# ---- bist_sig_controller ----
**src/rtl/bist_sig_controller.sv**
```systemverilog
// BIST sequencer: drives LFSR patterns into the multiplier CUT, clears the MISR and checks its signature.
// Optional define BIST_SIG_CAPTURE_EN adds the sig_captured output holding the signature read at compare.
module bist_sig_controller #(
    parameter int          NUM_PATTERNS = 256,
    parameter int          PIPE_LAT     = 3,
    parameter logic [7:0]  SEED         = 8'h01,
    parameter logic [7:0]  GOLDEN_SIG   = 8'h00
) (
    input  logic       clk,
    input  logic       rst,
    input  logic       start,
    input  logic [7:0] misr_sig,
    output logic [7:0] pattern,
    output logic       pattern_valid,
    output logic       misr_clr,
    output logic       busy,
    output logic       done,
`ifdef BIST_SIG_CAPTURE_EN
    output logic [7:0] sig_captured,
`endif
    output logic       pass
);

    // state   | meaning
    // IDLE    | waiting for start after reset
    // CLEAR   | one-cycle MISR clear, LFSR loaded with seed
    // RUN     | one pattern per cycle, NUM_PATTERNS cycles
    // FLUSH   | PIPE_LAT idle cycles while the CUT/MISR pipeline drains
    // COMPARE | sample misr_sig against GOLDEN_SIG
    // DONE    | result held until the next start
    typedef enum logic [2:0] {
        S_IDLE, S_CLEAR, S_RUN, S_FLUSH, S_COMPARE, S_DONE
    } state_t;

    localparam int         CW         = $clog2(NUM_PATTERNS + 1);
    localparam int         FW         = (PIPE_LAT > 0) ? $clog2(PIPE_LAT + 1) : 1;
    localparam logic [CW-1:0] CNT_LAST   = CW'(NUM_PATTERNS);
    localparam logic [FW-1:0] FLUSH_LAST = FW'((PIPE_LAT > 0) ? PIPE_LAT - 1 : 0);
    localparam logic [7:0] SEED_EFF   = (SEED == 8'h00) ? 8'h01 : SEED;

    state_t        state_q;
    logic [7:0]    lfsr_q;
    logic [7:0]    lfsr_d;
    logic [CW-1:0] pcnt_q;
    logic [FW-1:0] fcnt_q;
    logic [7:0]    pattern_q;
    logic          pv_q;
    logic          clr_q;
    logic          busy_q;
    logic          done_q;
    logic          pass_q;
`ifdef BIST_SIG_CAPTURE_EN
    logic [7:0]    cap_q;
`endif

    // x^8+x^6+x^5+x^4+1, shifting toward the MSB
    assign lfsr_d = {lfsr_q[6:0], lfsr_q[7] ^ lfsr_q[5] ^ lfsr_q[4] ^ lfsr_q[3]};

    always_ff @(posedge clk or posedge rst) begin
        if (rst) begin
            state_q   <= S_IDLE;
            lfsr_q    <= SEED_EFF;
            pcnt_q    <= '0;
            fcnt_q    <= '0;
            pattern_q <= 8'h00;
            pv_q      <= 1'b0;
            clr_q     <= 1'b0;
            busy_q    <= 1'b0;
            done_q    <= 1'b0;
            pass_q    <= 1'b0;
`ifdef BIST_SIG_CAPTURE_EN
            cap_q     <= 8'h00;
`endif
        end else begin
            clr_q <= 1'b0;
            case (state_q)
                S_IDLE, S_DONE: begin
                    if (start) begin
                        state_q <= S_CLEAR;
                        clr_q   <= 1'b1;
                        busy_q  <= 1'b1;
                        done_q  <= 1'b0;
                        pass_q  <= 1'b0;
                        lfsr_q  <= SEED_EFF;
                        pcnt_q  <= '0;
                        fcnt_q  <= '0;
`ifdef BIST_SIG_CAPTURE_EN
                        cap_q   <= 8'h00;
`endif
                    end
                end
                S_CLEAR: begin
                    state_q   <= S_RUN;
                    pattern_q <= lfsr_q;
                    pv_q      <= 1'b1;
                    lfsr_q    <= lfsr_d;
                    pcnt_q    <= CW'(1);
                end
                S_RUN: begin
                    if (pcnt_q == CNT_LAST) begin
                        pattern_q <= 8'h00;
                        pv_q      <= 1'b0;
                        fcnt_q    <= '0;
                        state_q   <= (PIPE_LAT == 0) ? S_COMPARE : S_FLUSH;
                    end else begin
                        pattern_q <= lfsr_q;
                        lfsr_q    <= lfsr_d;
                        pcnt_q    <= pcnt_q + CW'(1);
                    end
                end
                S_FLUSH: begin
                    if (fcnt_q == FLUSH_LAST) begin
                        state_q <= S_COMPARE;
                    end else begin
                        fcnt_q <= fcnt_q + FW'(1);
                    end
                end
                S_COMPARE: begin
                    state_q <= S_DONE;
                    busy_q  <= 1'b0;
                    done_q  <= 1'b1;
                    pass_q  <= (misr_sig == GOLDEN_SIG);
`ifdef BIST_SIG_CAPTURE_EN
                    cap_q   <= misr_sig;
`endif
                end
                default: state_q <= S_IDLE;
            endcase
        end
    end

    assign pattern       = pattern_q;
    assign pattern_valid = pv_q;
    assign misr_clr      = clr_q;
    assign busy          = busy_q;
    assign done          = done_q;
    assign pass          = pass_q;
`ifdef BIST_SIG_CAPTURE_EN
    assign sig_captured  = cap_q;
`endif

endmodule
```
**config.mk**
```make
export PLATFORM = sky130hd
export DESIGN_NAME = bist_sig_controller
export DESIGN_NICKNAME = d
export VERILOG_FILES = /design/src/rtl/bist_sig_controller.sv
export SDC_FILE = /design/constraint.sdc
export NUM_CORES = 1
export LEC_CHECK = 0
export CAP_MARGIN = 30
export CELL_PAD_IN_SITES_DETAIL_PLACEMENT = 1
export CELL_PAD_IN_SITES_GLOBAL_PLACEMENT = 2
export CORE_AREA = 2 2 70 72
export CTS_CLUSTER_DIAMETER = 50
export DETAILED_ROUTE_END_ITERATION = 10
export DIE_AREA = 0 0 72 74
export DONT_BUFFER_PORTS = 1
export GPL_TIMING_DRIVEN = 1
export PLACE_DENSITY = 0.71
export SYNTH_ARGS = -nofsm -noshare
export SYNTH_HDL_FRONTEND = slang
export SYNTH_SLANG_ARGS = --single-unit
```
**constraint.sdc**
```tcl
create_clock -name clk -period 2.25 [get_ports clk]
set_input_delay 0.45 -clock clk [delete_from_list [all_inputs] [get_ports clk]]
set_output_delay 0.45 -clock clk [all_outputs]
set_load 0.005 [all_outputs]
```
# ---- smallcpu_prog_loader ----
<file path="src/rtl/smallcpu_pkg.sv">
// Shared constants and types for the small CPU program loader.
package smallcpu_pkg;

    localparam logic [7:0] CMD_WRITE = 8'hA5;
    localparam logic [7:0] CMD_READ  = 8'h5A;

    localparam int ADDR_W_DEF = 8;
    localparam int DATA_W_DEF = 16;

    typedef enum logic [2:0] {
        IDLE,
        CMD,
        ADDR,
        DATA,
        IGNORE
    } ld_state_e;

    function automatic int max_int(input int a, input int b);
        return (a > b) ? a : b;
    endfunction

endpackage

</file>
<file path="src/rtl/smallcpu_pin_sync.sv">
// N-stage pin synchroniser with single-cycle rise/fall pulses on the synced level.
module smallcpu_pin_sync #(
    parameter int   STAGES  = 2,
    parameter logic RST_VAL = 1'b0
) (
    input  logic clk,
    input  logic rst,
    input  logic pin,
    output logic sync,
    output logic rise,
    output logic fall
);

    logic [STAGES-1:0] chain;
    logic              prev;

    always_ff @(posedge clk) begin
        if (rst) begin
            chain <= {STAGES{RST_VAL}};
            prev  <= RST_VAL;
        end else begin
            chain <= {chain[STAGES-2:0], pin};
            prev  <= chain[STAGES-1];
        end
    end

    assign sync = chain[STAGES-1];
    assign rise = sync & ~prev;
    assign fall = ~sync & prev;

endmodule

</file>
<file path="src/rtl/smallcpu_prog_loader.sv">
// Serial program loader: shifts command/address/words in from pins and writes CPU program memory.
// Optional readback over pin_miso is enabled by defining SMALLCPU_LOADER_READBACK_EN.
module smallcpu_prog_loader
    import smallcpu_pkg::*;
#(
    parameter int ADDR_W      = ADDR_W_DEF,
    parameter int DATA_W      = DATA_W_DEF,
    parameter int SYNC_STAGES = 2
) (
    input  logic              clk,
    input  logic              rst,
    input  logic              pin_sclk,
    input  logic              pin_cs_n,
    input  logic              pin_mosi,
    output logic              mem_we,
    output logic [ADDR_W-1:0] mem_addr,
    output logic [DATA_W-1:0] mem_wdata,
    output logic              cpu_hold,
    output logic              err,
    output logic [ADDR_W-1:0] words_loaded
`ifdef SMALLCPU_LOADER_READBACK_EN
    ,
    input  logic [DATA_W-1:0] mem_rdata,
    output logic              pin_miso
`endif
);

    localparam int SR_W  = max_int(DATA_W, max_int(ADDR_W, 8));
    localparam int CNT_W = $clog2(SR_W + 1);

    logic sclk_sync, sclk_rise, sclk_fall;
    logic cs_sync, cs_rise, cs_fall;
    logic mosi_sync, mosi_rise, mosi_fall;

    smallcpu_pin_sync #(.STAGES(SYNC_STAGES), .RST_VAL(1'b0)) u_sync_sclk (
        .clk(clk), .rst(rst), .pin(pin_sclk),
        .sync(sclk_sync), .rise(sclk_rise), .fall(sclk_fall)
    );
    smallcpu_pin_sync #(.STAGES(SYNC_STAGES), .RST_VAL(1'b1)) u_sync_cs (
        .clk(clk), .rst(rst), .pin(pin_cs_n),
        .sync(cs_sync), .rise(cs_rise), .fall(cs_fall)
    );
    smallcpu_pin_sync #(.STAGES(SYNC_STAGES), .RST_VAL(1'b0)) u_sync_mosi (
        .clk(clk), .rst(rst), .pin(pin_mosi),
        .sync(mosi_sync), .rise(mosi_rise), .fall(mosi_fall)
    );

    ld_state_e            state, state_nxt;
    logic [SR_W-1:0]      sr, sh_val;
    logic [CNT_W-1:0]     bit_cnt, last_idx;
    logic [ADDR_W-1:0]    addr_reg;
    logic                 bit_last, sh_en, cmd_ok, is_read, rd_mode, armed;
    logic [SYNC_STAGES:0] fill_pipe;
    logic                 unused;

`ifdef SMALLCPU_LOADER_READBACK_EN
    localparam int RB_W = $clog2(DATA_W);
    logic [DATA_W-1:0] out_sr, pf_word, cur_word;
    logic [RB_W-1:0]   rbit;
    logic [1:0]        rd_lat;
    logic              first_ld;

    // Until the first word lands in out_sr, the earliest fall reads straight from memory.
    assign cur_word = first_ld ? mem_rdata : out_sr;
`endif

    assign cpu_hold = (state != IDLE);
    assign unused   = ^{sclk_sync, sclk_fall, mosi_rise, mosi_fall, sr[SR_W-1]};

    always_ff @(posedge clk) begin
        if (rst) state <= IDLE;
        else     state <= state_nxt;
    end

    always_comb begin
        state_nxt = state;
        last_idx  = CNT_W'(DATA_W - 1);
        case (state)
            CMD:     last_idx = CNT_W'(7);
            ADDR:    last_idx = CNT_W'(ADDR_W - 1);
            default: ;
        endcase
        bit_last = (bit_cnt == last_idx);
        sh_val   = {sr[SR_W-2:0], mosi_sync};
        // cs_n release beats a simultaneous sclk edge; read frames do not shift mosi in DATA.
        sh_en    = sclk_rise && !cs_rise &&
                   ((state == CMD) || (state == ADDR) || (state == DATA && !rd_mode));
        is_read  = 1'b0;
`ifdef SMALLCPU_LOADER_READBACK_EN
        is_read  = (sh_val[7:0] == CMD_READ);
`endif
        cmd_ok   = (sh_val[7:0] == CMD_WRITE) || is_read;

        case (state)
            IDLE:    if (cs_fall && armed) state_nxt = CMD;
            CMD:     if (sh_en && bit_last) state_nxt = cmd_ok ? ADDR : IGNORE;
            ADDR:    if (sh_en && bit_last) state_nxt = DATA;
            default: ;
        endcase
        if (state != IDLE && cs_rise) state_nxt = IDLE;
    end

    always_ff @(posedge clk) begin
        if (rst) begin
            mem_we       <= 1'b0;
            mem_addr     <= '0;
            mem_wdata    <= '0;
            err          <= 1'b0;
            words_loaded <= '0;
            addr_reg     <= '0;
            sr           <= '0;
            bit_cnt      <= '0;
            rd_mode      <= 1'b0;
            armed        <= 1'b0;
            fill_pipe    <= '0;
`ifdef SMALLCPU_LOADER_READBACK_EN
            pin_miso     <= 1'b0;
            out_sr       <= '0;
            pf_word      <= '0;
            rbit         <= '0;
            rd_lat       <= '0;
            first_ld     <= 1'b0;
`endif
        end else begin
            mem_we    <= 1'b0;
            // A frame already open when reset drops is ignored until cs_n is seen high.
            fill_pipe <= {fill_pipe[SYNC_STAGES-1:0], 1'b1};
            if (fill_pipe[SYNC_STAGES] && cs_sync) armed <= 1'b1;
`ifdef SMALLCPU_LOADER_READBACK_EN
            rd_lat    <= {rd_lat[0], 1'b0};
`endif

            if (mem_we) begin
                addr_reg <= addr_reg + ADDR_W'(1);
                if (words_loaded != '1) words_loaded <= words_loaded + ADDR_W'(1);
            end

            if (state == IDLE && state_nxt == CMD) begin
                err          <= 1'b0;
                words_loaded <= '0;
                sr           <= '0;
                bit_cnt      <= '0;
                rd_mode      <= 1'b0;
            end

            if (sh_en) begin
                sr      <= sh_val;
                bit_cnt <= bit_last ? '0 : bit_cnt + CNT_W'(1);
                if (bit_last) begin
                    case (state)
                        CMD: begin
                            if (!cmd_ok) err <= 1'b1;
                            rd_mode <= is_read;
                        end
                        ADDR: begin
                            addr_reg <= sh_val[ADDR_W-1:0];
`ifdef SMALLCPU_LOADER_READBACK_EN
                            if (rd_mode) begin
                                mem_addr  <= sh_val[ADDR_W-1:0];
                                rd_lat[0] <= 1'b1;
                                first_ld  <= 1'b1;
                                rbit      <= '0;
                            end
`endif
                        end
                        DATA: begin
                            mem_we    <= 1'b1;
                            mem_addr  <= addr_reg;
                            mem_wdata <= sh_val[DATA_W-1:0];
                        end
                        default: ;
                    endcase
                end
            end

`ifdef SMALLCPU_LOADER_READBACK_EN
            if (rd_mode && state == DATA) begin
                if (rd_lat[1]) begin
                    if (first_ld) begin
                        out_sr    <= mem_rdata;
                        first_ld  <= 1'b0;
                        mem_addr  <= mem_addr + ADDR_W'(1);
                        rd_lat[0] <= 1'b1;
                    end else begin
                        pf_word <= mem_rdata;
                    end
                end
                if (sclk_fall && !cs_rise) begin
                    pin_miso <= cur_word[DATA_W-1];
                    if (rbit == RB_W'(DATA_W - 1)) begin
                        rbit      <= '0;
                        out_sr    <= pf_word;
                        mem_addr  <= mem_addr + ADDR_W'(1);
                        rd_lat[0] <= 1'b1;
                    end else begin
                        rbit   <= rbit + RB_W'(1);
                        out_sr <= {cur_word[DATA_W-2:0], 1'b0};
                    end
                end
            end
`endif

            if (state != IDLE && state_nxt == IDLE) begin
                sr      <= '0;
                bit_cnt <= '0;
                rd_mode <= 1'b0;
`ifdef SMALLCPU_LOADER_READBACK_EN
                pin_miso <= 1'b0;
                first_ld <= 1'b0;
`endif
            end
        end
    end

endmodule

</file>
<file path="config.mk">
export PLATFORM = sky130hd
export DESIGN_NAME = smallcpu_prog_loader
export DESIGN_NICKNAME = d
export VERILOG_FILES = /design/src/rtl/smallcpu_pkg.sv /design/src/rtl/smallcpu_pin_sync.sv /design/src/rtl/smallcpu_prog_loader.sv
export SDC_FILE = /design/constraint.sdc
export NUM_CORES = 1
export LEC_CHECK = 0
export CAP_MARGIN = 0
export CORE_ASPECT_RATIO = 1.4
export CORE_MARGIN = 4
export CORE_UTILIZATION = 55
export DETAILED_ROUTE_END_ITERATION = 7
export HOLD_SLACK_MARGIN = 0.12
export PLACE_DENSITY_LB_ADDON = 0.15
export SYNTH_ARGS = -nofsm -noshare
export SYNTH_HDL_FRONTEND = slang
export SYNTH_SLANG_ARGS = --single-unit
export TNS_END_PERCENT = 5
</file>
<file path="constraint.sdc">
create_clock -name clk -period 3.18 [get_ports clk]
set_clock_uncertainty 0.2 [all_clocks]
set_input_delay 0.636 -clock clk [delete_from_list [all_inputs] [get_ports clk]]
set_output_delay 0.636 -clock clk [all_outputs]
set_load 0.005 [all_outputs]
</file>

==> gallery <==
Clock distribution.
Bar = 20 um.
picture 1
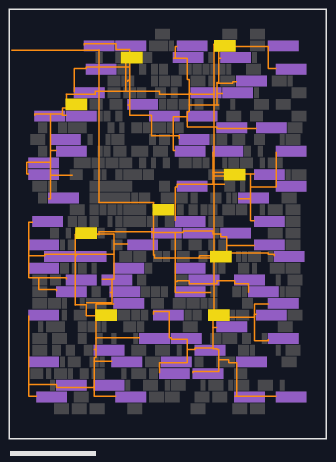
picture 2
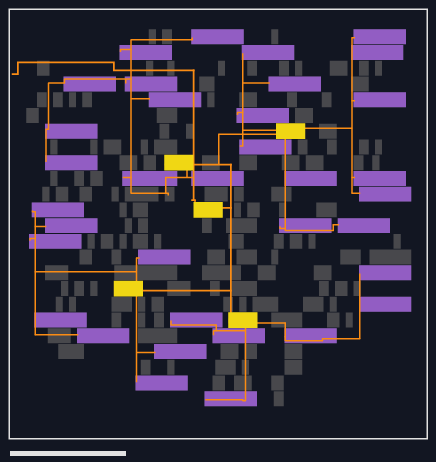
For bist_sig_controller, see picture 2.
For smallcpu_prog_loader, see picture 1.
The one with the most sequential cells is picture 1.
The one with the largest die is picture 1.

Key to picture 2:
legend:
  clock wires:
    colour: orange
    length: 479 um
  clock drivers:
    colour: yellow
    count: 5
  flip-flops:
    colour: purple
    count: 35
flops lie: spread over the die
routed clock nets: 6

Figure 1. Wiring by layer (smallcpu_prog_loader).
Two of the layers only.
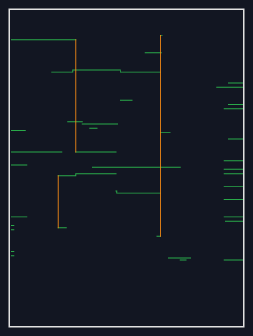
legend:
  metal 3:
    colour: green
    wire_length: 277 um
  metal 4:
    colour: orange
    wire_length: 115 um
DR WL/cell: 14.5 um
WL final: 6.58 mm

==> metrics.cfg, smallcpu_prog_loader <==
[critical_path]
crit_top_cell=a21oi_2
crit_family=AND-OR/OR-AND gates
worst_ep_required_time_ns=3.23
worstPathCellList=xnor2_1, o21ai_1, a21oi_2, o21ai_2, buf_4, a21oi_2
worstPathMaxFanout=15

[final_timing]
fin_crit_sh_pct=83.7
fmax_mhz=376
timing.final.ws_setup_ns=0.519
whs_ns=0.214
relSlewSlack_pct=49.8
hold_violations=0

[cells_and_area]
instances_no_fill=453
largest_register=mem_wdata
combGateArea_mm2=0.00161
reg_top3=mem_wdata: 16 flops, sr: 15 flops
largest_reg_flops=16

[synthesis]
ys_cells=341
common_cells=78 x dfxtp_1, 47 x nor2_1, 26 x mux2i_1
netlist.area_leader.share_pct=47.5
synthSimpleGateAreaFrac_pct=18.7
syn_area_mm2=0.00329
synthFlopType=dfxtp_1
synth-seq-cells=78
async_flop_share_pct=0
synth_cell_type_count=45

[grt]
grt_max_degree=46
grt_pass1_vias=2401
top_usage_layer=met2
gr-usage-met1_pct=24.2
track_usage_pct=19.6

[routing]
wl_met3_um=277
drt-met1-wl_mm=2.90
wl_met2_mm=3.29
first_iter_violations=124
drc=0

[floorplan]
die_h_um=99.5
fp_util_pct=56.4
rows=33

[clock_network]
cts_tree=built
clk_latency_ns=0.36
cts_hold_buf=0
htreeDepth=3

[outcome]
outcome=complete, no violations

[power]
power.internal_mw=1.30
leakage_nw=1.61

smallcpu_prog_loader: power groups by stage:
stage / logic (mW) / registers [mW] / clock network, mW
after floorplan: 0.0289 / 1.01 / 0
after global placement: 0.0405 / 1.01 / 0
after detailed placement: 0.0409 / 1.01 / 0
after CTS: 0.0409 / 0.986 / 0.679
after global routing: 0.0448 / 0.987 / 0.726
final: 0.0405 / 0.986 / 0.662
smallcpu_prog_loader: cell type report:
| class | instances | area share, % |
|---|---|---|
| multi-input combinational | 236 | 41.1 |
| inverter | 5 | 0.480 |
| timing repair buffer | 48 | 11.7 |
| clock buffer | 11 | 3.62 |
| sequential | 78 | 39.9 |
| tap | 70 | 2.24 |
| clock inverter | 5 | 0.896 |
smallcpu_prog_loader: final timing paths:
check             slack [ns]  depth (start not counted)                from                 end
setup / recovery        0.52                          6            state[0]              sr[11]
hold / removal          0.21                          1  u_sync_cs.chain[0]  u_sync_cs.chain[1]
setup reg to reg        0.52                          6            state[0]              sr[11]
hold reg to reg         0.21                          1  u_sync_cs.chain[0]  u_sync_cs.chain[1]
Figure 2. PDN straps and rails (bist_sig_controller).
Bar = 20 um. Pins as bars on the die edge.
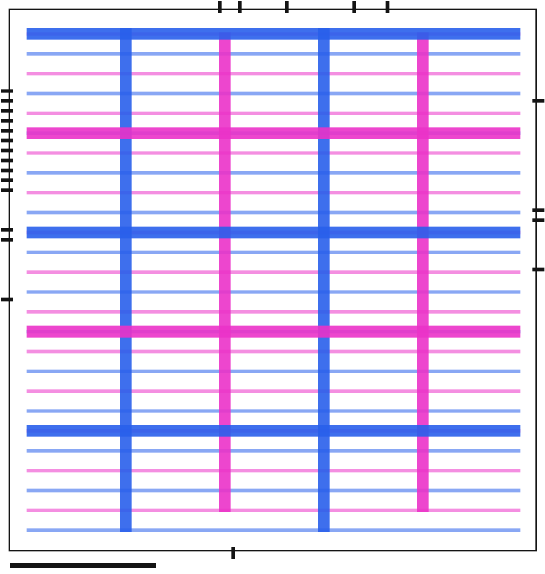
legend:
  VDD:
    colour: magenta
  VSS:
    colour: blue
signal pins: 24
met5 straps: 5
die span in x: 72 um
Max rail drop VDD: 0.000564 V
chip height: 74 um
core area: 0.00460 mm2

Figure 3. Placement view (bist_sig_controller).
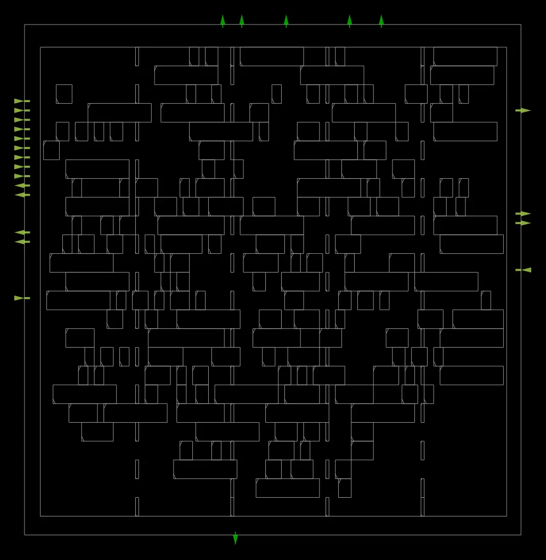
fill cell count: 516
number of cell rows: 25
Final Instance Count excl. Fillers: 224
Seq area share: 46.1%

==> metrics.cfg, bist_sig_controller <==
[clock_network]
cts_hold_buf=0
clk_latency_ns=0.29
cts_tree=built

[synthesis]
synth-seq-cells=35
xor_share_pct=2.99
ys_cells=168
yosys_warnings=0
ys_area_mm2=0.00176
topCellsByArea=dfrtp_1 48%, o21ai_0 4.6%, nand2_1 3.8%
syn_area_mm2=0.00176
async_flop_share_pct=100
yosys.area_share.aoi_pct=18.1
synth_area_per_cell_um2=10.5

[critical_path]
critPathBufInv=1
cpPeakStageDelay_ns=0.45
slowest_stage=dfrtp_1
worstPathCellList=inv_1, ha_1, nor4b_2, a21boi_4, nor2_4, mux2_2
cp-start-kind=flip-flop
reg2reg_to=pcnt_q[0]
r2r-start=pcnt_q[0]
worst_ep_required_time_ns=2.42
worstRegToRegCells=6

[grt]
gr-usage-met1_pct=18.8
met2_usage_pct=26.2
top_usage_layer=met2
grt_max_degree=25

[flow_run]
tool_warnings=27

[routing]
drc=0
viasPerCell=5.46
drt.antenna.violating_nets=0
routedWlPerCell_um=16.2
first_iter_violations=45
drt-total-wl_mm=3.63

[final_timing]
fmax_mhz=485
worstMarginPinSlew_ns=0.518
finalCriticalPeriod_ns=2.06
relSlewSlack_pct=65.4
final-setup-viol-count=0

[floorplan]
dieArea_mm2=0.00533
fp_util_pct=38.2

[cells_and_area]
layout-drive-gt1-share_pct=14.1

[place]
gp_congestion=0.769
port_buffers=0

[outcome]
outcome=complete, no violations

-- bist_sig_controller: through the flow --
| stage | power (mW) | cell area, um2 | hold slack (ns) |
|---|---|---|---|
| floorplan | 1.86 | 1760 | 0.450 |
| global placement | 1.99 | 1790 | 0.416 |
| detailed placement | 2.04 | 1790 | 0.405 |
| CTS | 2.62 | 1900 | 0.0944 |
| global route | 2.79 | 1900 | 0.105 |
| finish | 2.57 | 1900 | 0.0788 |
-- bist_sig_controller: final cells by class --
type / count / area, um2 / area share, %
clock buffer: 5 / 68.8 / 3.61
clock inverter: 3 / 43.8 / 2.30
inverter: 9 / 33.8 / 1.77
multi-input combinational: 116 / 786 / 41.3
sequential: 35 / 877 / 46.1
tap: 54 / 67.6 / 3.55
timing repair buffer: 2 / 27.5 / 1.45
-- bist_sig_controller: power breakdown --
part	leakage, nW	internal, mW	switching (mW)
logic	0.366	0.410	0.560
clock network	0.0581	0.330	0.236
registers	0.458	0.820	0.212
total	0.881	1.56	1.01
-- bist_sig_controller: sequential cells by signal, summed over array words and instances, names as in the netlist, 2 cells and up --
signal / flops
state_q: 3
pcnt_q: 9
fcnt_q: 2
pattern: 8
lfsr_q: 8

# ---- rd_forward_source_pipeline ----
Figure 4. Placed cells, one colour a class (rd_forward_source_pipeline).
Bar = 20 um.
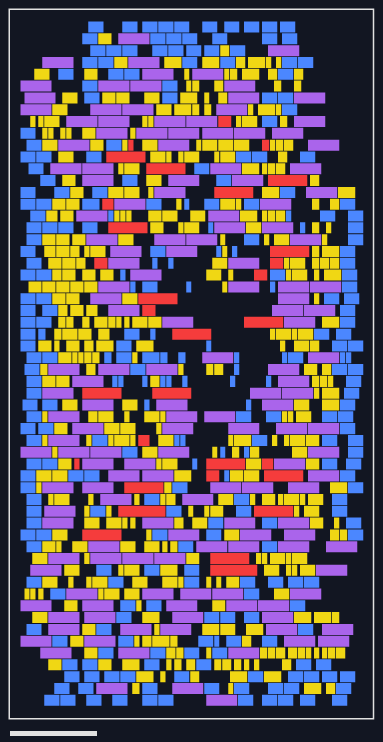

`src/rtl/rd_forward_source_pipeline.sv`:
```
// rtl/rd_forward_source_pipeline.sv - destination-register pipeline EXECUTION->WB with load-use stall detection
module rd_forward_source_pipeline #(
   parameter int DATA_WIDTH    = 32,
   parameter int REG_ADD_WIDTH = 5
) (
   input  logic                     CLK,
   input  logic                     RST,
   input  logic                     PIPELINE_FREEZE,
   input  logic [REG_ADD_WIDTH-1:0] RD_ADDRESS_EXECUTION,
   input  logic                     RD_WRITE_ENABLE_EXECUTION,
   input  logic [DATA_WIDTH-1:0]    RD_DATA_EXECUTION,
   input  logic                     IS_LOAD_EXECUTION,
   input  logic [DATA_WIDTH-1:0]    LOAD_DATA_DM3,
   input  logic [REG_ADD_WIDTH-1:0] RS1_ADDRESS_EXECUTION,
   input  logic                     RS1_READ_EXECUTION,
   input  logic [REG_ADD_WIDTH-1:0] RS2_ADDRESS_EXECUTION,
   input  logic                     RS2_READ_EXECUTION,
   output logic [REG_ADD_WIDTH-1:0] RD_ADDRESS_DM1,
   output logic                     RD_WRITE_ENABLE_DM1,
   output logic [DATA_WIDTH-1:0]    RD_DATA_DM1,
   output logic [REG_ADD_WIDTH-1:0] RD_ADDRESS_DM2,
   output logic                     RD_WRITE_ENABLE_DM2,
   output logic [DATA_WIDTH-1:0]    RD_DATA_DM2,
   output logic [REG_ADD_WIDTH-1:0] RD_ADDRESS_DM3,
   output logic                     RD_WRITE_ENABLE_DM3,
   output logic [DATA_WIDTH-1:0]    RD_DATA_DM3,
   output logic [REG_ADD_WIDTH-1:0] RD_ADDRESS_WB,
   output logic                     RD_WRITE_ENABLE_WB,
   output logic [DATA_WIDTH-1:0]    RD_DATA_WB,
   output logic                     STALL_EXECUTION_STAGE
);

   logic [REG_ADD_WIDTH-1:0] dm1_addr, dm2_addr, dm3_addr, wb_addr;
   logic                     dm1_we, dm2_we, dm3_we, wb_we;
   logic [DATA_WIDTH-1:0]    dm1_data, dm2_data, dm3_data, wb_data;
   logic                     dm1_ld, dm2_ld, dm3_ld;

   logic hit1_dm1, hit1_dm2, hit2_dm1, hit2_dm2;
   logic stall1, stall2, stall;
   logic ex_we;
   logic [DATA_WIDTH-1:0] dm3_result;

   // x0 is never a producer, so its enable is dropped on capture
   assign ex_we      = RD_WRITE_ENABLE_EXECUTION & (RD_ADDRESS_EXECUTION != '0);
   assign dm3_result = dm3_ld ? LOAD_DATA_DM3 : dm3_data;

   always_comb begin
      hit1_dm1 = RS1_READ_EXECUTION & (RS1_ADDRESS_EXECUTION != '0) &
                 (RS1_ADDRESS_EXECUTION == dm1_addr) & dm1_we;
      hit1_dm2 = RS1_READ_EXECUTION & (RS1_ADDRESS_EXECUTION != '0) &
                 (RS1_ADDRESS_EXECUTION == dm2_addr) & dm2_we;
      hit2_dm1 = RS2_READ_EXECUTION & (RS2_ADDRESS_EXECUTION != '0) &
                 (RS2_ADDRESS_EXECUTION == dm1_addr) & dm1_we;
      hit2_dm2 = RS2_READ_EXECUTION & (RS2_ADDRESS_EXECUTION != '0) &
                 (RS2_ADDRESS_EXECUTION == dm2_addr) & dm2_we;
      // A younger producer in DM1 shadows an older load in DM2
      stall1   = (hit1_dm1 & dm1_ld) | (hit1_dm2 & dm2_ld & ~hit1_dm1);
      stall2   = (hit2_dm1 & dm1_ld) | (hit2_dm2 & dm2_ld & ~hit2_dm1);
      stall    = stall1 | stall2;
   end

   always_ff @(posedge CLK) begin
      if (RST) begin
         dm1_addr <= '0; dm1_we <= 1'b0; dm1_data <= '0; dm1_ld <= 1'b0;
         dm2_addr <= '0; dm2_we <= 1'b0; dm2_data <= '0; dm2_ld <= 1'b0;
         dm3_addr <= '0; dm3_we <= 1'b0; dm3_data <= '0; dm3_ld <= 1'b0;
         wb_addr  <= '0; wb_we  <= 1'b0; wb_data  <= '0;
      end else if (!PIPELINE_FREEZE) begin
         if (stall) begin
            dm1_addr <= '0;
            dm1_we   <= 1'b0;
            dm1_data <= '0;
            dm1_ld   <= 1'b0;
         end else begin
            dm1_addr <= RD_ADDRESS_EXECUTION;
            dm1_we   <= ex_we;
            dm1_data <= RD_DATA_EXECUTION;
            dm1_ld   <= IS_LOAD_EXECUTION;
         end
         dm2_addr <= dm1_addr; dm2_we <= dm1_we; dm2_data <= dm1_data; dm2_ld <= dm1_ld;
         dm3_addr <= dm2_addr; dm3_we <= dm2_we; dm3_data <= dm2_data; dm3_ld <= dm2_ld;
         wb_addr  <= dm3_addr;
         wb_we    <= dm3_we;
         wb_data  <= dm3_result;
      end
   end

   assign RD_ADDRESS_DM1        = dm1_addr;
   assign RD_WRITE_ENABLE_DM1   = dm1_we & ~dm1_ld;
   assign RD_DATA_DM1           = dm1_data;
   assign RD_ADDRESS_DM2        = dm2_addr;
   assign RD_WRITE_ENABLE_DM2   = dm2_we & ~dm2_ld;
   assign RD_DATA_DM2           = dm2_data;
   assign RD_ADDRESS_DM3        = dm3_addr;
   assign RD_WRITE_ENABLE_DM3   = dm3_we;
   assign RD_DATA_DM3           = dm3_result;
   assign RD_ADDRESS_WB         = wb_addr;
   assign RD_WRITE_ENABLE_WB    = wb_we;
   assign RD_DATA_WB            = wb_data;
   assign STALL_EXECUTION_STAGE = stall;

endmodule

```
`config.mk`:
```
export PLATFORM = sky130hd
export DESIGN_NAME = rd_forward_source_pipeline
export DESIGN_NICKNAME = d
export VERILOG_FILES = /design/src/rtl/rd_forward_source_pipeline.sv
export SDC_FILE = /design/constraint.sdc
export NUM_CORES = 1
export LEC_CHECK = 0
export CORE_ASPECT_RATIO = 2
export CORE_MARGIN = 2
export CORE_UTILIZATION = 47
export CTS_CLUSTER_DIAMETER = 40
export DETAILED_ROUTE_END_ITERATION = 6
export GPL_TIMING_DRIVEN = 0
export PLACE_DENSITY = 0.86
export SLEW_MARGIN = 20
export SYNTH_ARGS = -nofsm -noshare
export SYNTH_HDL_FRONTEND = slang
export SYNTH_SLANG_ARGS = --single-unit
export TNS_END_PERCENT = 10
```
`constraint.sdc`:
```
create_clock -name CLK -period 3.8 [get_ports CLK]
set_input_delay 0.76 -clock CLK [delete_from_list [all_inputs] [get_ports CLK]]
set_output_delay 0.76 -clock CLK [all_outputs]
set_load 0.01 [all_outputs]
```
# ---- serial_adder ----
==> src/rtl/serial_adder.sv <==
// Bit-serial adder: one full-adder cell, LSB first, WIDTH+1 edges from start to result.
// Define SERIAL_ADDER_SUB_EN to enable subtract mode (a - b) via the sub port.
//
// state | meaning
// IDLE  | waiting for start, results held
// RUN   | one bit per edge through the full-adder cell
// DONE  | single cycle with done high; start here begins the next operation
module serial_adder #(
    parameter int WIDTH = 8
) (
    input  logic             clk,
    input  logic             rst_n,
    input  logic             start,
    input  logic [WIDTH-1:0] a,
    input  logic [WIDTH-1:0] b,
    input  logic             cin,
    input  logic             sub,
    output logic             busy,
    output logic             done,
    output logic [WIDTH-1:0] sum,
    output logic             cout,
    output logic             ovf
);

    localparam int CW = $clog2(WIDTH + 1);

    typedef enum logic [1:0] {
        IDLE = 2'd0,
        RUN  = 2'd1,
        DONE = 2'd2
    } state_t;

    state_t           state;
    logic [WIDTH-1:0] a_sr;
    logic [WIDTH-1:0] b_sr;
    logic [WIDTH-1:0] res_sr;
    logic             carry;
    logic [CW-1:0]    cnt;

    logic             bit_s;
    logic             bit_c;
    logic             accept;
    logic             last_bit;
    logic [WIDTH-1:0] b_load;
    logic             carry_load;

    always_comb begin
        bit_s    = a_sr[0] ^ b_sr[0] ^ carry;
        bit_c    = (a_sr[0] & b_sr[0]) | (carry & (a_sr[0] ^ b_sr[0]));
        accept   = start && ((state == IDLE) || (state == DONE));
        last_bit = (cnt == CW'(WIDTH - 1));
    end

`ifdef SERIAL_ADDER_SUB_EN
    // Subtract as a + ~b + 1; cin has no meaning in this mode.
    always_comb begin
        b_load     = sub ? ~b : b;
        carry_load = sub ? 1'b1 : cin;
    end
`else
    logic sub_unused;
    assign sub_unused = sub;
    assign b_load     = b;
    assign carry_load = cin;
`endif

    always_ff @(posedge clk) begin
        if (!rst_n) begin
            state  <= IDLE;
            busy   <= 1'b0;
            done   <= 1'b0;
            sum    <= '0;
            cout   <= 1'b0;
            ovf    <= 1'b0;
            cnt    <= '0;
            carry  <= 1'b0;
            a_sr   <= '0;
            b_sr   <= '0;
            res_sr <= '0;
        end else if (accept) begin
            a_sr  <= a;
            b_sr  <= b_load;
            carry <= carry_load;
            cnt   <= '0;
            busy  <= 1'b1;
            done  <= 1'b0;
            state <= RUN;
        end else begin
            case (state)
                IDLE: begin
                    busy <= 1'b0;
                    done <= 1'b0;
                end
                RUN: begin
                    res_sr <= {bit_s, res_sr[WIDTH-1:1]};
                    a_sr   <= a_sr >> 1;
                    b_sr   <= b_sr >> 1;
                    carry  <= bit_c;
                    cnt    <= cnt + 1'b1;
                    if (last_bit) begin
                        // carry still holds the carry into the MSB on this edge
                        sum   <= {bit_s, res_sr[WIDTH-1:1]};
                        cout  <= bit_c;
                        ovf   <= carry ^ bit_c;
                        busy  <= 1'b0;
                        done  <= 1'b1;
                        state <= DONE;
                    end
                end
                DONE: begin
                    done  <= 1'b0;
                    state <= IDLE;
                end
                default: begin
                    busy  <= 1'b0;
                    done  <= 1'b0;
                    state <= IDLE;
                end
            endcase
        end
    end

endmodule

==> config.mk <==
export PLATFORM = sky130hd
export DESIGN_NAME = serial_adder
export DESIGN_NICKNAME = d
export VERILOG_FILES = /design/src/rtl/serial_adder.sv
export SDC_FILE = /design/constraint.sdc
export NUM_CORES = 1
export LEC_CHECK = 0
export CAP_MARGIN = 20
export CORE_MARGIN = 10
export CORE_UTILIZATION = 55
export CTS_CLUSTER_DIAMETER = 80
export DETAILED_ROUTE_END_ITERATION = 16
export PLACE_DENSITY_LB_ADDON = 0.05
export SETUP_SLACK_MARGIN = 0.4
export SLEW_MARGIN = 20
export SYNTH_ARGS = -nofsm -noshare
export SYNTH_HDL_FRONTEND = slang
export SYNTH_SLANG_ARGS = --single-unit
==> constraint.sdc <==
create_clock -name clk -period 2.9 [get_ports clk]
set_input_delay 0.58 -clock clk [delete_from_list [all_inputs] [get_ports clk]]
set_output_delay 0.58 -clock clk [all_outputs]
set_load 0.1 [all_outputs]
# ---- otter_id_stage ----
`src/rtl/otter_pkg.sv`:
```
// Shared types and encodings for the OTTER decode stage.
package otter_pkg;

  typedef enum logic [6:0] {
    OPC_LUI    = 7'b0110111,
    OPC_AUIPC  = 7'b0010111,
    OPC_JAL    = 7'b1101111,
    OPC_JALR   = 7'b1100111,
    OPC_BRANCH = 7'b1100011,
    OPC_LOAD   = 7'b0000011,
    OPC_STORE  = 7'b0100011,
    OPC_OP_IMM = 7'b0010011,
    OPC_OP     = 7'b0110011,
    OPC_SYSTEM = 7'b1110011
  } opcode_t;

  typedef enum logic [2:0] {
    F3_PRIV   = 3'b000,
    F3_CSRRW  = 3'b001,
    F3_CSRRS  = 3'b010,
    F3_CSRRC  = 3'b011,
    F3_CSRRWI = 3'b101,
    F3_CSRRSI = 3'b110,
    F3_CSRRCI = 3'b111
  } func3_sys_t;

  localparam logic [1:0] SRCB_REG   = 2'd0;
  localparam logic [1:0] SRCB_IMM_I = 2'd1;
  localparam logic [1:0] SRCB_IMM_S = 2'd2;
  localparam logic [1:0] SRCB_IMM_U = 2'd3;

  localparam logic [1:0] RF_SEL_PC4 = 2'd0;
  localparam logic [1:0] RF_SEL_CSR = 2'd1;
  localparam logic [1:0] RF_SEL_MEM = 2'd2;
  localparam logic [1:0] RF_SEL_ALU = 2'd3;

  localparam logic [3:0] ALU_FUN_LUI = 4'b1001;

  typedef struct packed {
    logic [4:0] rs1;
    logic [4:0] rs2;
    logic [4:0] rd;
    logic       alu_srca;
    logic [1:0] alu_srcb;
    logic [4:0] alu_fun;
    logic [1:0] rf_wr_sel;
    logic       regwrite;
    logic       memwrite;
    logic       memread;
    logic [1:0] msize;
    logic       munsigned;
    logic       illegal;
  } decode_t;

endpackage

```
`src/rtl/otter_decode.sv`:
```
// Combinational RV32I(+M) decoder: instruction word -> control struct and
// source-register usage flags for hazard detection.
module otter_decode
  import otter_pkg::*;
#(
  parameter bit SUPPORT_M = 1'b0
) (
  input  logic [31:0] i_instr,
  output decode_t     o_dec,
  output logic        o_uses_rs1,
  output logic        o_uses_rs2
);

  opcode_t    w_op;
  logic [2:0] w_f3;
  logic [6:0] w_f7;
  logic       w_illegal;

  assign w_op = opcode_t'(i_instr[6:0]);
  assign w_f3 = i_instr[14:12];
  assign w_f7 = i_instr[31:25];

  always_comb begin
    o_dec           = '0;
    o_dec.rs1       = i_instr[19:15];
    o_dec.rs2       = i_instr[24:20];
    o_dec.rd        = i_instr[11:7];
    o_dec.msize     = w_f3[1:0];
    o_dec.munsigned = w_f3[2];
    o_dec.alu_srcb  = SRCB_REG;
    o_dec.rf_wr_sel = RF_SEL_ALU;
    o_dec.regwrite  = 1'b1;
    o_uses_rs1      = 1'b1;
    o_uses_rs2      = 1'b0;
    w_illegal       = 1'b0;
    case (w_op)
      OPC_LUI: begin
        o_dec.alu_srca = 1'b1;
        o_dec.alu_fun  = {1'b0, ALU_FUN_LUI};
        o_uses_rs1     = 1'b0;
      end
      OPC_AUIPC: begin
        o_dec.alu_srca = 1'b1;
        o_dec.alu_srcb = SRCB_IMM_U;
        o_uses_rs1     = 1'b0;
      end
      OPC_JAL: begin
        o_dec.alu_srcb  = SRCB_IMM_I;
        o_dec.rf_wr_sel = RF_SEL_PC4;
        o_uses_rs1      = 1'b0;
      end
      OPC_JALR: o_dec.rf_wr_sel = RF_SEL_PC4;
      OPC_BRANCH: begin
        o_dec.regwrite = 1'b0;
        o_uses_rs2     = 1'b1;
      end
      OPC_LOAD: begin
        o_dec.alu_srcb  = SRCB_IMM_I;
        o_dec.rf_wr_sel = RF_SEL_MEM;
        o_dec.memread   = 1'b1;
      end
      OPC_STORE: begin
        o_dec.alu_srcb = SRCB_IMM_S;
        o_dec.regwrite = 1'b0;
        o_dec.memwrite = 1'b1;
        o_uses_rs2     = 1'b1;
      end
      OPC_OP_IMM: begin
        o_dec.alu_srcb = SRCB_IMM_I;
        // only the shift-right immediate carries an alternate-op bit in func7
        o_dec.alu_fun  = {1'b0, (w_f3 == 3'b101) ? w_f7[5] : 1'b0, w_f3};
      end
      OPC_OP: begin
        o_uses_rs2    = 1'b1;
        o_dec.alu_fun = {1'b0, w_f7[5], w_f3};
        case (w_f7)
          7'b0000000: ;
          7'b0100000: w_illegal = !((w_f3 == 3'b000) || (w_f3 == 3'b101));
          7'b0000001: begin
            if (SUPPORT_M) o_dec.alu_fun = {2'b10, w_f3};
            else           w_illegal     = 1'b1;
          end
          default: w_illegal = 1'b1;
        endcase
      end
      OPC_SYSTEM: begin
        o_dec.rf_wr_sel = RF_SEL_CSR;
        o_dec.alu_fun   = {1'b0, ALU_FUN_LUI};
        o_uses_rs1      = !w_f3[2];
      end
      default: w_illegal = 1'b1;
    endcase
    if (w_illegal) begin
      o_dec.regwrite = 1'b0;
      o_dec.memwrite = 1'b0;
      o_dec.memread  = 1'b0;
    end
    o_dec.illegal = w_illegal;
  end

endmodule

```
`src/rtl/otter_id_stage.sv`:
```
// Registered decode stage: decoder, load-use hazard detection, ID/EX register
// and a saturating count of inserted bubbles.
module otter_id_stage
  import otter_pkg::*;
#(
  parameter int XLEN      = 32,
  parameter bit SUPPORT_M = 1'b0,
  parameter int CNT_W     = 16
) (
  input  logic             CLK,
  input  logic             RST,
  input  logic             if_valid,
  input  logic [31:0]      if_instr,
  input  logic [XLEN-1:0]  if_pc,
  input  logic             ex_ready,
  input  logic             flush,
  output logic             id_stall,
  output logic             dx_valid,
  output logic [XLEN-1:0]  dx_pc,
  output logic [31:0]      dx_instr,
  output logic [4:0]       dx_rs1,
  output logic [4:0]       dx_rs2,
  output logic [4:0]       dx_rd,
  output logic             dx_alu_srca,
  output logic [1:0]       dx_alu_srcb,
  output logic [4:0]       dx_alu_fun,
  output logic [1:0]       dx_rf_wr_sel,
  output logic             dx_regwrite,
  output logic             dx_memwrite,
  output logic             dx_memread,
  output logic [1:0]       dx_msize,
  output logic             dx_munsigned,
  output logic             dx_illegal,
  output logic [CNT_W-1:0] bubble_cnt
);

  decode_t            w_dec;
  logic               w_uses_rs1;
  logic               w_uses_rs2;
  logic               w_load_use;
  decode_t            r_dec;
  logic               r_valid;
  logic [XLEN-1:0]    r_pc;
  logic [31:0]        r_instr;
  logic [CNT_W-1:0]   r_bubble_cnt;

  otter_decode #(.SUPPORT_M(SUPPORT_M)) u_decode (
    .i_instr    (if_instr),
    .o_dec      (w_dec),
    .o_uses_rs1 (w_uses_rs1),
    .o_uses_rs2 (w_uses_rs2)
  );

  assign w_load_use = if_valid && r_valid && r_dec.memread && (r_dec.rd != 5'd0) &&
                      (((r_dec.rd == w_dec.rs1) && w_uses_rs1) ||
                       ((r_dec.rd == w_dec.rs2) && w_uses_rs2));
  assign id_stall   = (w_load_use || !ex_ready) && !flush;

  always_ff @(posedge CLK) begin
    if (RST) begin
      r_dec        <= '0;
      r_valid      <= 1'b0;
      r_pc         <= '0;
      r_instr      <= '0;
      r_bubble_cnt <= '0;
    end else if (flush) begin
      r_valid        <= 1'b0;
      r_dec.regwrite <= 1'b0;
      r_dec.memwrite <= 1'b0;
      r_dec.memread  <= 1'b0;
      r_dec.illegal  <= 1'b0;
    end else if (!ex_ready) begin
      // hold: EX has not consumed the current ID/EX contents
    end else if (w_load_use) begin
      r_valid        <= 1'b0;
      r_dec.regwrite <= 1'b0;
      r_dec.memwrite <= 1'b0;
      r_dec.memread  <= 1'b0;
      r_dec.illegal  <= 1'b0;
      if (r_bubble_cnt != '1) r_bubble_cnt <= r_bubble_cnt + CNT_W'(1);
    end else begin
      r_dec   <= w_dec;
      r_valid <= if_valid;
      r_pc    <= if_pc;
      r_instr <= if_instr;
      if (!if_valid) begin
        r_dec.regwrite <= 1'b0;
        r_dec.memwrite <= 1'b0;
        r_dec.memread  <= 1'b0;
        r_dec.illegal  <= 1'b0;
      end
    end
  end

  assign dx_valid     = r_valid;
  assign dx_pc        = r_pc;
  assign dx_instr     = r_instr;
  assign dx_rs1       = r_dec.rs1;
  assign dx_rs2       = r_dec.rs2;
  assign dx_rd        = r_dec.rd;
  assign dx_alu_srca  = r_dec.alu_srca;
  assign dx_alu_srcb  = r_dec.alu_srcb;
  assign dx_alu_fun   = r_dec.alu_fun;
  assign dx_rf_wr_sel = r_dec.rf_wr_sel;
  assign dx_regwrite  = r_dec.regwrite;
  assign dx_memwrite  = r_dec.memwrite;
  assign dx_memread   = r_dec.memread;
  assign dx_msize     = r_dec.msize;
  assign dx_munsigned = r_dec.munsigned;
  assign dx_illegal   = r_dec.illegal;
  assign bubble_cnt   = r_bubble_cnt;

endmodule

```
`config.mk`:
```
export PLATFORM = sky130hd
export DESIGN_NAME = otter_id_stage
export DESIGN_NICKNAME = d
export VERILOG_FILES = /design/src/rtl/otter_pkg.sv /design/src/rtl/otter_decode.sv /design/src/rtl/otter_id_stage.sv
export SDC_FILE = /design/constraint.sdc
export NUM_CORES = 1
export LEC_CHECK = 0
export CORE_MARGIN = 5
export CORE_UTILIZATION = 42
export DETAILED_ROUTE_END_ITERATION = 12
export PLACE_DENSITY = 0.86
export SLEW_MARGIN = 20
export SYNTH_ARGS = -nofsm -noshare
export SYNTH_HDL_FRONTEND = slang
export SYNTH_SLANG_ARGS = --single-unit
```
`constraint.sdc`:
```
create_clock -name CLK -period 3.31 [get_ports CLK]
set_clock_uncertainty 0.1 [all_clocks]
set_input_delay 0.331 -clock CLK [delete_from_list [all_inputs] [get_ports CLK]]
set_output_delay 0.331 -clock CLK [all_outputs]
set_load 0.02 [all_outputs]
```
Figure 5. Wiring by layer (serial_adder).
Two of the layers only.
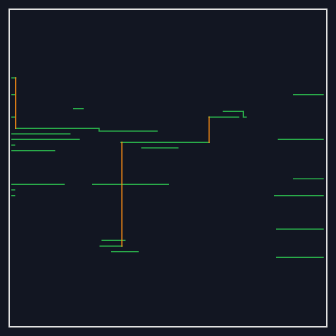
legend:
  metal 4:
    colour: orange
    wire_length: 43.5 um
  metal 3:
    colour: green
    wire_length: 234 um
WL final: 3.42 mm
All-Layer GR Usage: 12.1%
vias post-DR: 1447
DR WL/cell: 12.4 um

==> metrics.cfg, serial_adder <==
[outcome]
outcome=complete, no violations

[routing]
first_iter_violations=87
drt.antenna.violating_nets=0
routed.top_layer=met4

[floorplan]
ios=33
dieArea_mm2=0.00587
taps=44

[critical_path]
rrSetupSlack_ns=1.25
critPathCapture=sum[6]
worst_ep_required_time_ns=3.19
reg2reg_to=a_sr[0]
worstPathMaxFanout=26

[synthesis]
synthFlopType=dfxtp_1
top_logic_kind=simple AND/OR/NAND/NOR gates
yosysTopAreaCell=dfxtp_1
yosysMostFrequentCell=nand2_1
ys_area_mm2=0.00176
syn_area_mm2=0.00176
mux_area_share_pct=5.68
edf_count=0

[place]
gp_congestion=0.746
place_hpwl_mm=2.47
dp_slack_ns=0.659

[cells_and_area]
clk_share_pct=2.90
buffers=34
combGateArea_um2=811
lay_top_count=nand2_1

[worst_hold_path]
hp-class=flip-flop to flip-flop

[clock_network]
cts_tree=built
cts_root_buf=clkbuf_4
cts_hold_buf=0
post_cts_buffers=0
clock_sinks=42

[power]
irDropWorstVdd_v=0.000325
p_per_area_mw_per_mm2=503

[final_timing]
timing.final.ws_setup_ns=1.05
worstMarginPinSlew_ns=0.933
setup_tns_ns=0
relSlewSlack_pct=37.8

[grt]
met2_usage_pct=21.3
antenna_found_initial=0

[flow_run]
drv_cap=0

-- serial_adder: worst max-delay path, stage by stage --
cell             delay (ns)
clkdlybuf4s50_1        0.98
buf_4                  0.35
nand2_1                0.08
mux2i_1                0.13
-- serial_adder: how the worst min path moves through the flow --
stage / startpoint / end / slack, ns
detailed placement: a_sr[7] / a_sr[7] / 0.45
global placement: sum[5] / sum[5] / 0.44
finish: sum[5] / sum[5] / 0.46
global route: a_sr[7] / a_sr[7] / 0.48
floorplan: a_sr[7] / a_sr[7] / 0.43
CTS: sum[5] / sum[5] / 0.47
-- serial_adder: power breakdown --
part           total (mW)  internal (mW)  switching (mW)  leakage (nW)
clock               0.299          0.118           0.182        0.0353
sequential          0.617          0.602          0.0153         0.343
combinational       0.125         0.0548          0.0700         0.384
-- serial_adder: registers in the layout, summed over array words and instances, names as in the netlist, 2 cells and up --
| register | flops |
|---|---|
| a_sr | 8 |
| b_sr | 8 |
| cnt | 4 |
| res_sr | 7 |
| state | 2 |
| sum | 8 |
-- serial_adder: metrics by stage --
stage          instance area [um2]  instances
2_1_floorplan                 1760        205
3_3_place_gp                  2010        267
3_5_place_dp                  2010        267
4_1_cts                       2070        275
5_1_grt                       2070        275
6_report                      2070        275
Figure 6. PDN straps and rails (rd_forward_source_pipeline).
Bar = 20 um. Pins as bars on the die edge.
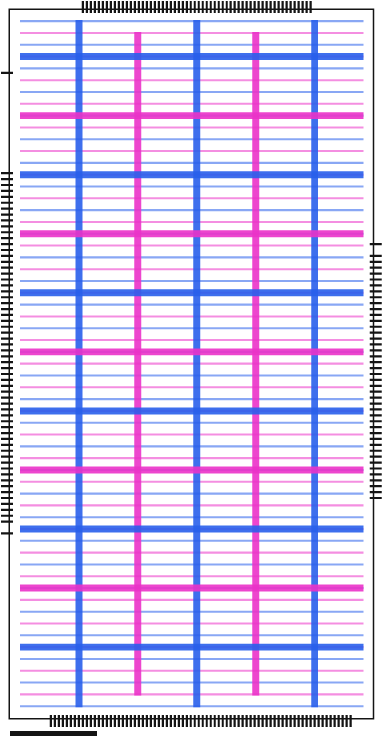
legend:
  VDD:
    colour: magenta
  VSS:
    colour: blue
met1 rails: 59
met4 straps: 5
core area: 0.0125 mm2
Max rail drop VDD: 0.000351 V
chip height: 163 um
die span in x: 83.5 um

Figure 7. Placement view (rd_forward_source_pipeline).
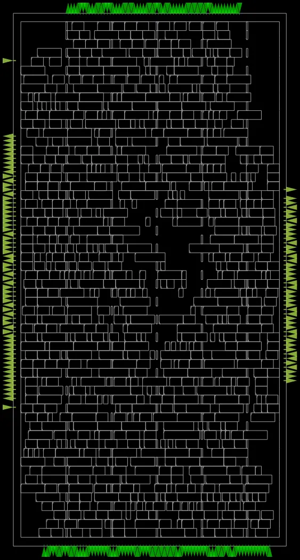
number of cell rows: 58
Final Instance Count excl. Fillers: 995

Notes on Figure 4 above:
legend:
  combinational and other logic:
    colour: yellow
    cells: 381
    share_of_their_area: 30%
  other buffers and delay cells:
    colour: blue
    cells: 278
    share_of_their_area: 29%
  clock drivers and dummy loads:
    colour: red
    cells: 31
    share_of_their_area: 6.5%
  flops:
    colour: purple
    cells: 155
    share_of_their_area: 35%
Seq area share: 34.2%
final core occ: 72.6%
design area: 0.00906 mm2

==> metrics.cfg, rd_forward_source_pipeline <==
[routing]
drt-total-wl_mm=19.3
drt.antenna.violating_nets=0
num_vias=5290

[final_timing]
slew_viol_final=0
finClkSkew_ns=0.0112

[critical_path]
worstPathMaxFanout=3
cp-start-kind=input port
worstRegToRegCells=8
cpPeakStageDelay_ns=0.57
worstPathCellList=clkdlybuf4s50_1, or4_1, o21ai_1, nor3_1, or4_1, o211ai_1, clkbuf_2
critPathCaptureType=primary output
crit_family=simple AND/OR/NAND/NOR gates
r2r-start=RD_ADDRESS_DM1[2]

[cells_and_area]
n_clock_buffer=19
areaGrowthSynthToFinish_pct=52.5
regArea_mm2=0.00310
comb_share_pct=29.4
largest_class=sequential cells

[clock_network]
cts_resized=1
numCtsBuffers=17
clock_sinks=155
ctsLongestPathBuffers=2

[synthesis]
adder_share_pct=0
synth_cell_type_count=22

[power]
p_per_area_mw_per_mm2=430

[place]
dp_cells=964

[outcome]
outcome=complete, no violations

[flow_run]
tool_warnings=26

[floorplan]
fp_util_pct=47.6

[worst_hold_path]
worstHoldPathCells=2

[rd_forward_source_pipeline: routing by layer]
metal	wire length (um)	GRT usage, %
met1	6810	28.6
met3	798	5.81
met5	0	0
met4	922	14.7
met2	10700	54.1
[rd_forward_source_pipeline: power breakdown]
part           internal, mW  total, mW  switching (mW)
combinational         0.281      0.491           0.210
clock                 0.973       1.66           0.683
sequential             1.69       1.75          0.0571
[rd_forward_source_pipeline: cells in the final DEF, fill, tap and decap left out, drive strengths merged]
cell,n
mux2,32
nand3,2
nand2,3
mux2i,84
a22o,38
xnor2,20
nor2b,35
a32o,1
clkbuf,52
dfxtp,155
nor2,118
clkinvlp,3
nor3,35
or3,1
or4,3
o2111a,1
clkdlybuf4s50,235
inv,4
o21ai,3
buf,10
nand4,4
o211ai,1
clkinv,3
bufinv,2
[rd_forward_source_pipeline: metrics by stage]
step,area [um2],setup slack [ns]
after floorplan,5940,0.883
after global placement,8490,-0.211
after detailed placement,8490,-0.253
after CTS,9070,0.0204
after global routing,9060,0.0518
final,9060,0.0992
Figure 8. Placement view (otter_id_stage).
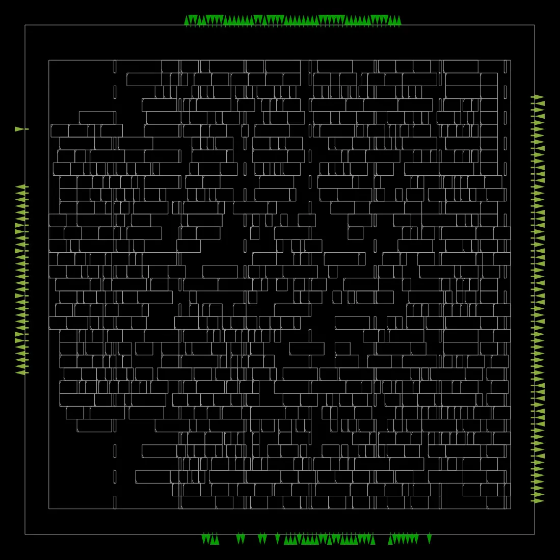
number of cell rows: 35
seq_cells: 94

Figure 9. Placed cells, one colour a class (otter_id_stage).
Bar = 20 um.
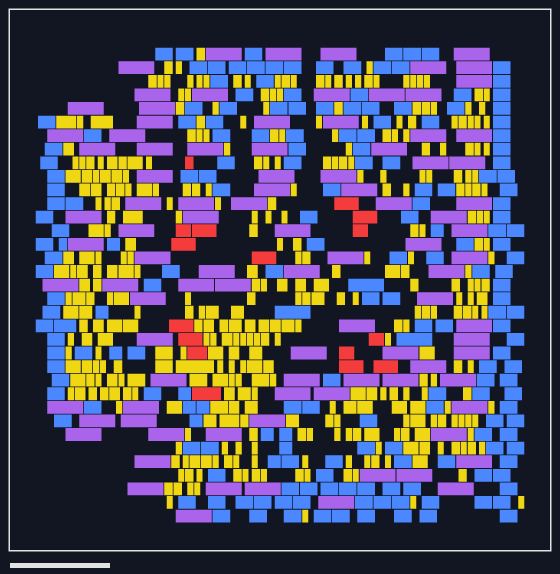
legend:
  combinational and other logic:
    colour: yellow
    cells: 371
    share_of_their_area: 32%
  other buffers and delay cells:
    colour: blue
    cells: 196
    share_of_their_area: 33%
  flops:
    colour: purple
    cells: 94
    share_of_their_area: 32%
  clock drivers and dummy loads:
    colour: red
    cells: 16
    share_of_their_area: 3.2%
final core occ: 65.2%
Seq area share: 31.0%
design area: 0.00608 mm2

==> metrics.cfg, otter_id_stage <==
[floorplan]
dieArea_mm2=0.0117

[critical_path]
startpoint=if_valid
reg2reg_to=bubble_cnt[3]
worst_ep_required_time_ns=2.88
critPathCaptureType=primary output
worstPathCellList=clkdlybuf4s50_1, nand3_1, or4_1, or4_4, o21ai_2, nor2_1, nor2_1, dlymetal6s2s_1
rrSetupSlack_ns=0.59
crit_type=input port to primary output

[outcome]
outcome=complete, no violations

[cells_and_area]
layout.nets=742
fillCellCount=809
antenna_cells=0
regArea_mm2=0.00188
instances_no_fill=806

[place]
gp_congestion=0.894

[worst_hold_path]
hp-start=dx_pc[29]

[final_timing]
whs_ns=0.358
relSlewSlack_pct=39.8
setup_tns_ns=0
finalCriticalPeriod_ns=2.88

[routing]
routed.top_layer=met4
wl_met2_mm=6.29
drt-pass1-iter-count=7

[synthesis]
synthSimpleGateAreaFrac_pct=26.7
synth_cell_type_count=43
synth-seq-cells=94
yosys_warnings=0

[grt]
antenna_found_initial=0
grt_pass1_vias=4004

[clock_network]
post_cts_buffers=0
cts_resized=0

[power]
leakage_nw=2.19
power_mw=2.35

[otter_id_stage: synth_stat cells (4+ instances only)]
library cell  number  area [um2]
a21oi_1           72         360
nor2_1            39         146
clkbuf_1          12        45.0
xor2_1            13         114
inv_1              4        15.0
nor4_1             5        31.3
buf_2             19        95.1
nand3_1            8        40.0
o21ai_0            6        30.0
nand4_1           15        93.8
a211oi_1           4        30.0
nor3_1             8        40.0
dfxtp_1           94        1880
xnor2_1           11        96.3
and3_1             6        37.5
buf_4             19         143
nand2_1          144         541
[otter_id_stage: report_power, final]
part	total, mW	switching, mW	internal [mW]
logic	0.420	0.212	0.208
clock network	0.731	0.438	0.294
registers	1.20	0.0263	1.17
total	2.35	0.676	1.67
[otter_id_stage: cell type report]
type / count / share of cell area, %
inverters: 4 / 0.247
flip-flops and latches: 94 / 31.0
clock buffers: 9 / 2.04
repair buffers: 196 / 32.2
clock inverters: 7 / 1.11
multi-input cells: 367 / 30.7
well taps: 129 / 2.66
[otter_id_stage: per-layer routing]
layer	vias to the layer above	global-route usage, %
li1	2017	-
met1	1900	25.0
met2	196	37.4
met3	17	4.84
met4	0	4.96
met5	-	0


==> screenshots <==
Clock distribution.
Bar = 20 um.
panel A
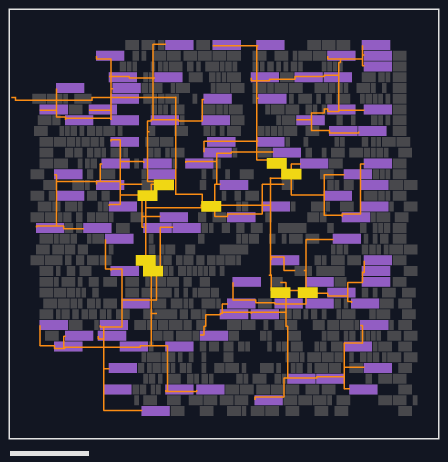
panel B
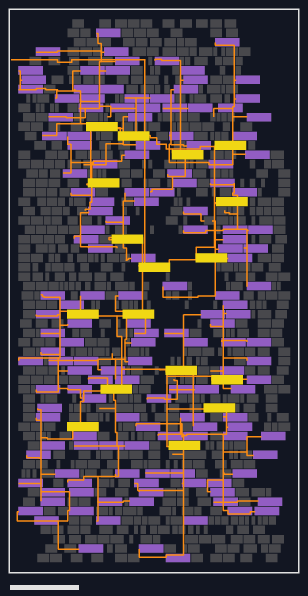
panel C
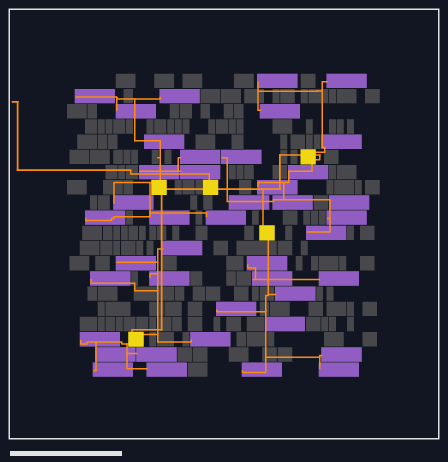
The one with the smallest die is panel C.
- panel A = otter_id_stage
- panel B = rd_forward_source_pipeline
- panel C = serial_adder

Key to panel B:
legend:
  clock drivers:
    colour: yellow
    count: 17
  clock wires:
    colour: orange
    length: 1750 um
  flip-flops:
    colour: purple
    count: 155
routed clock nets: 18
flops lie: spread over the die

Power figures rest on the tool's default switching activity, not on a simulated workload.
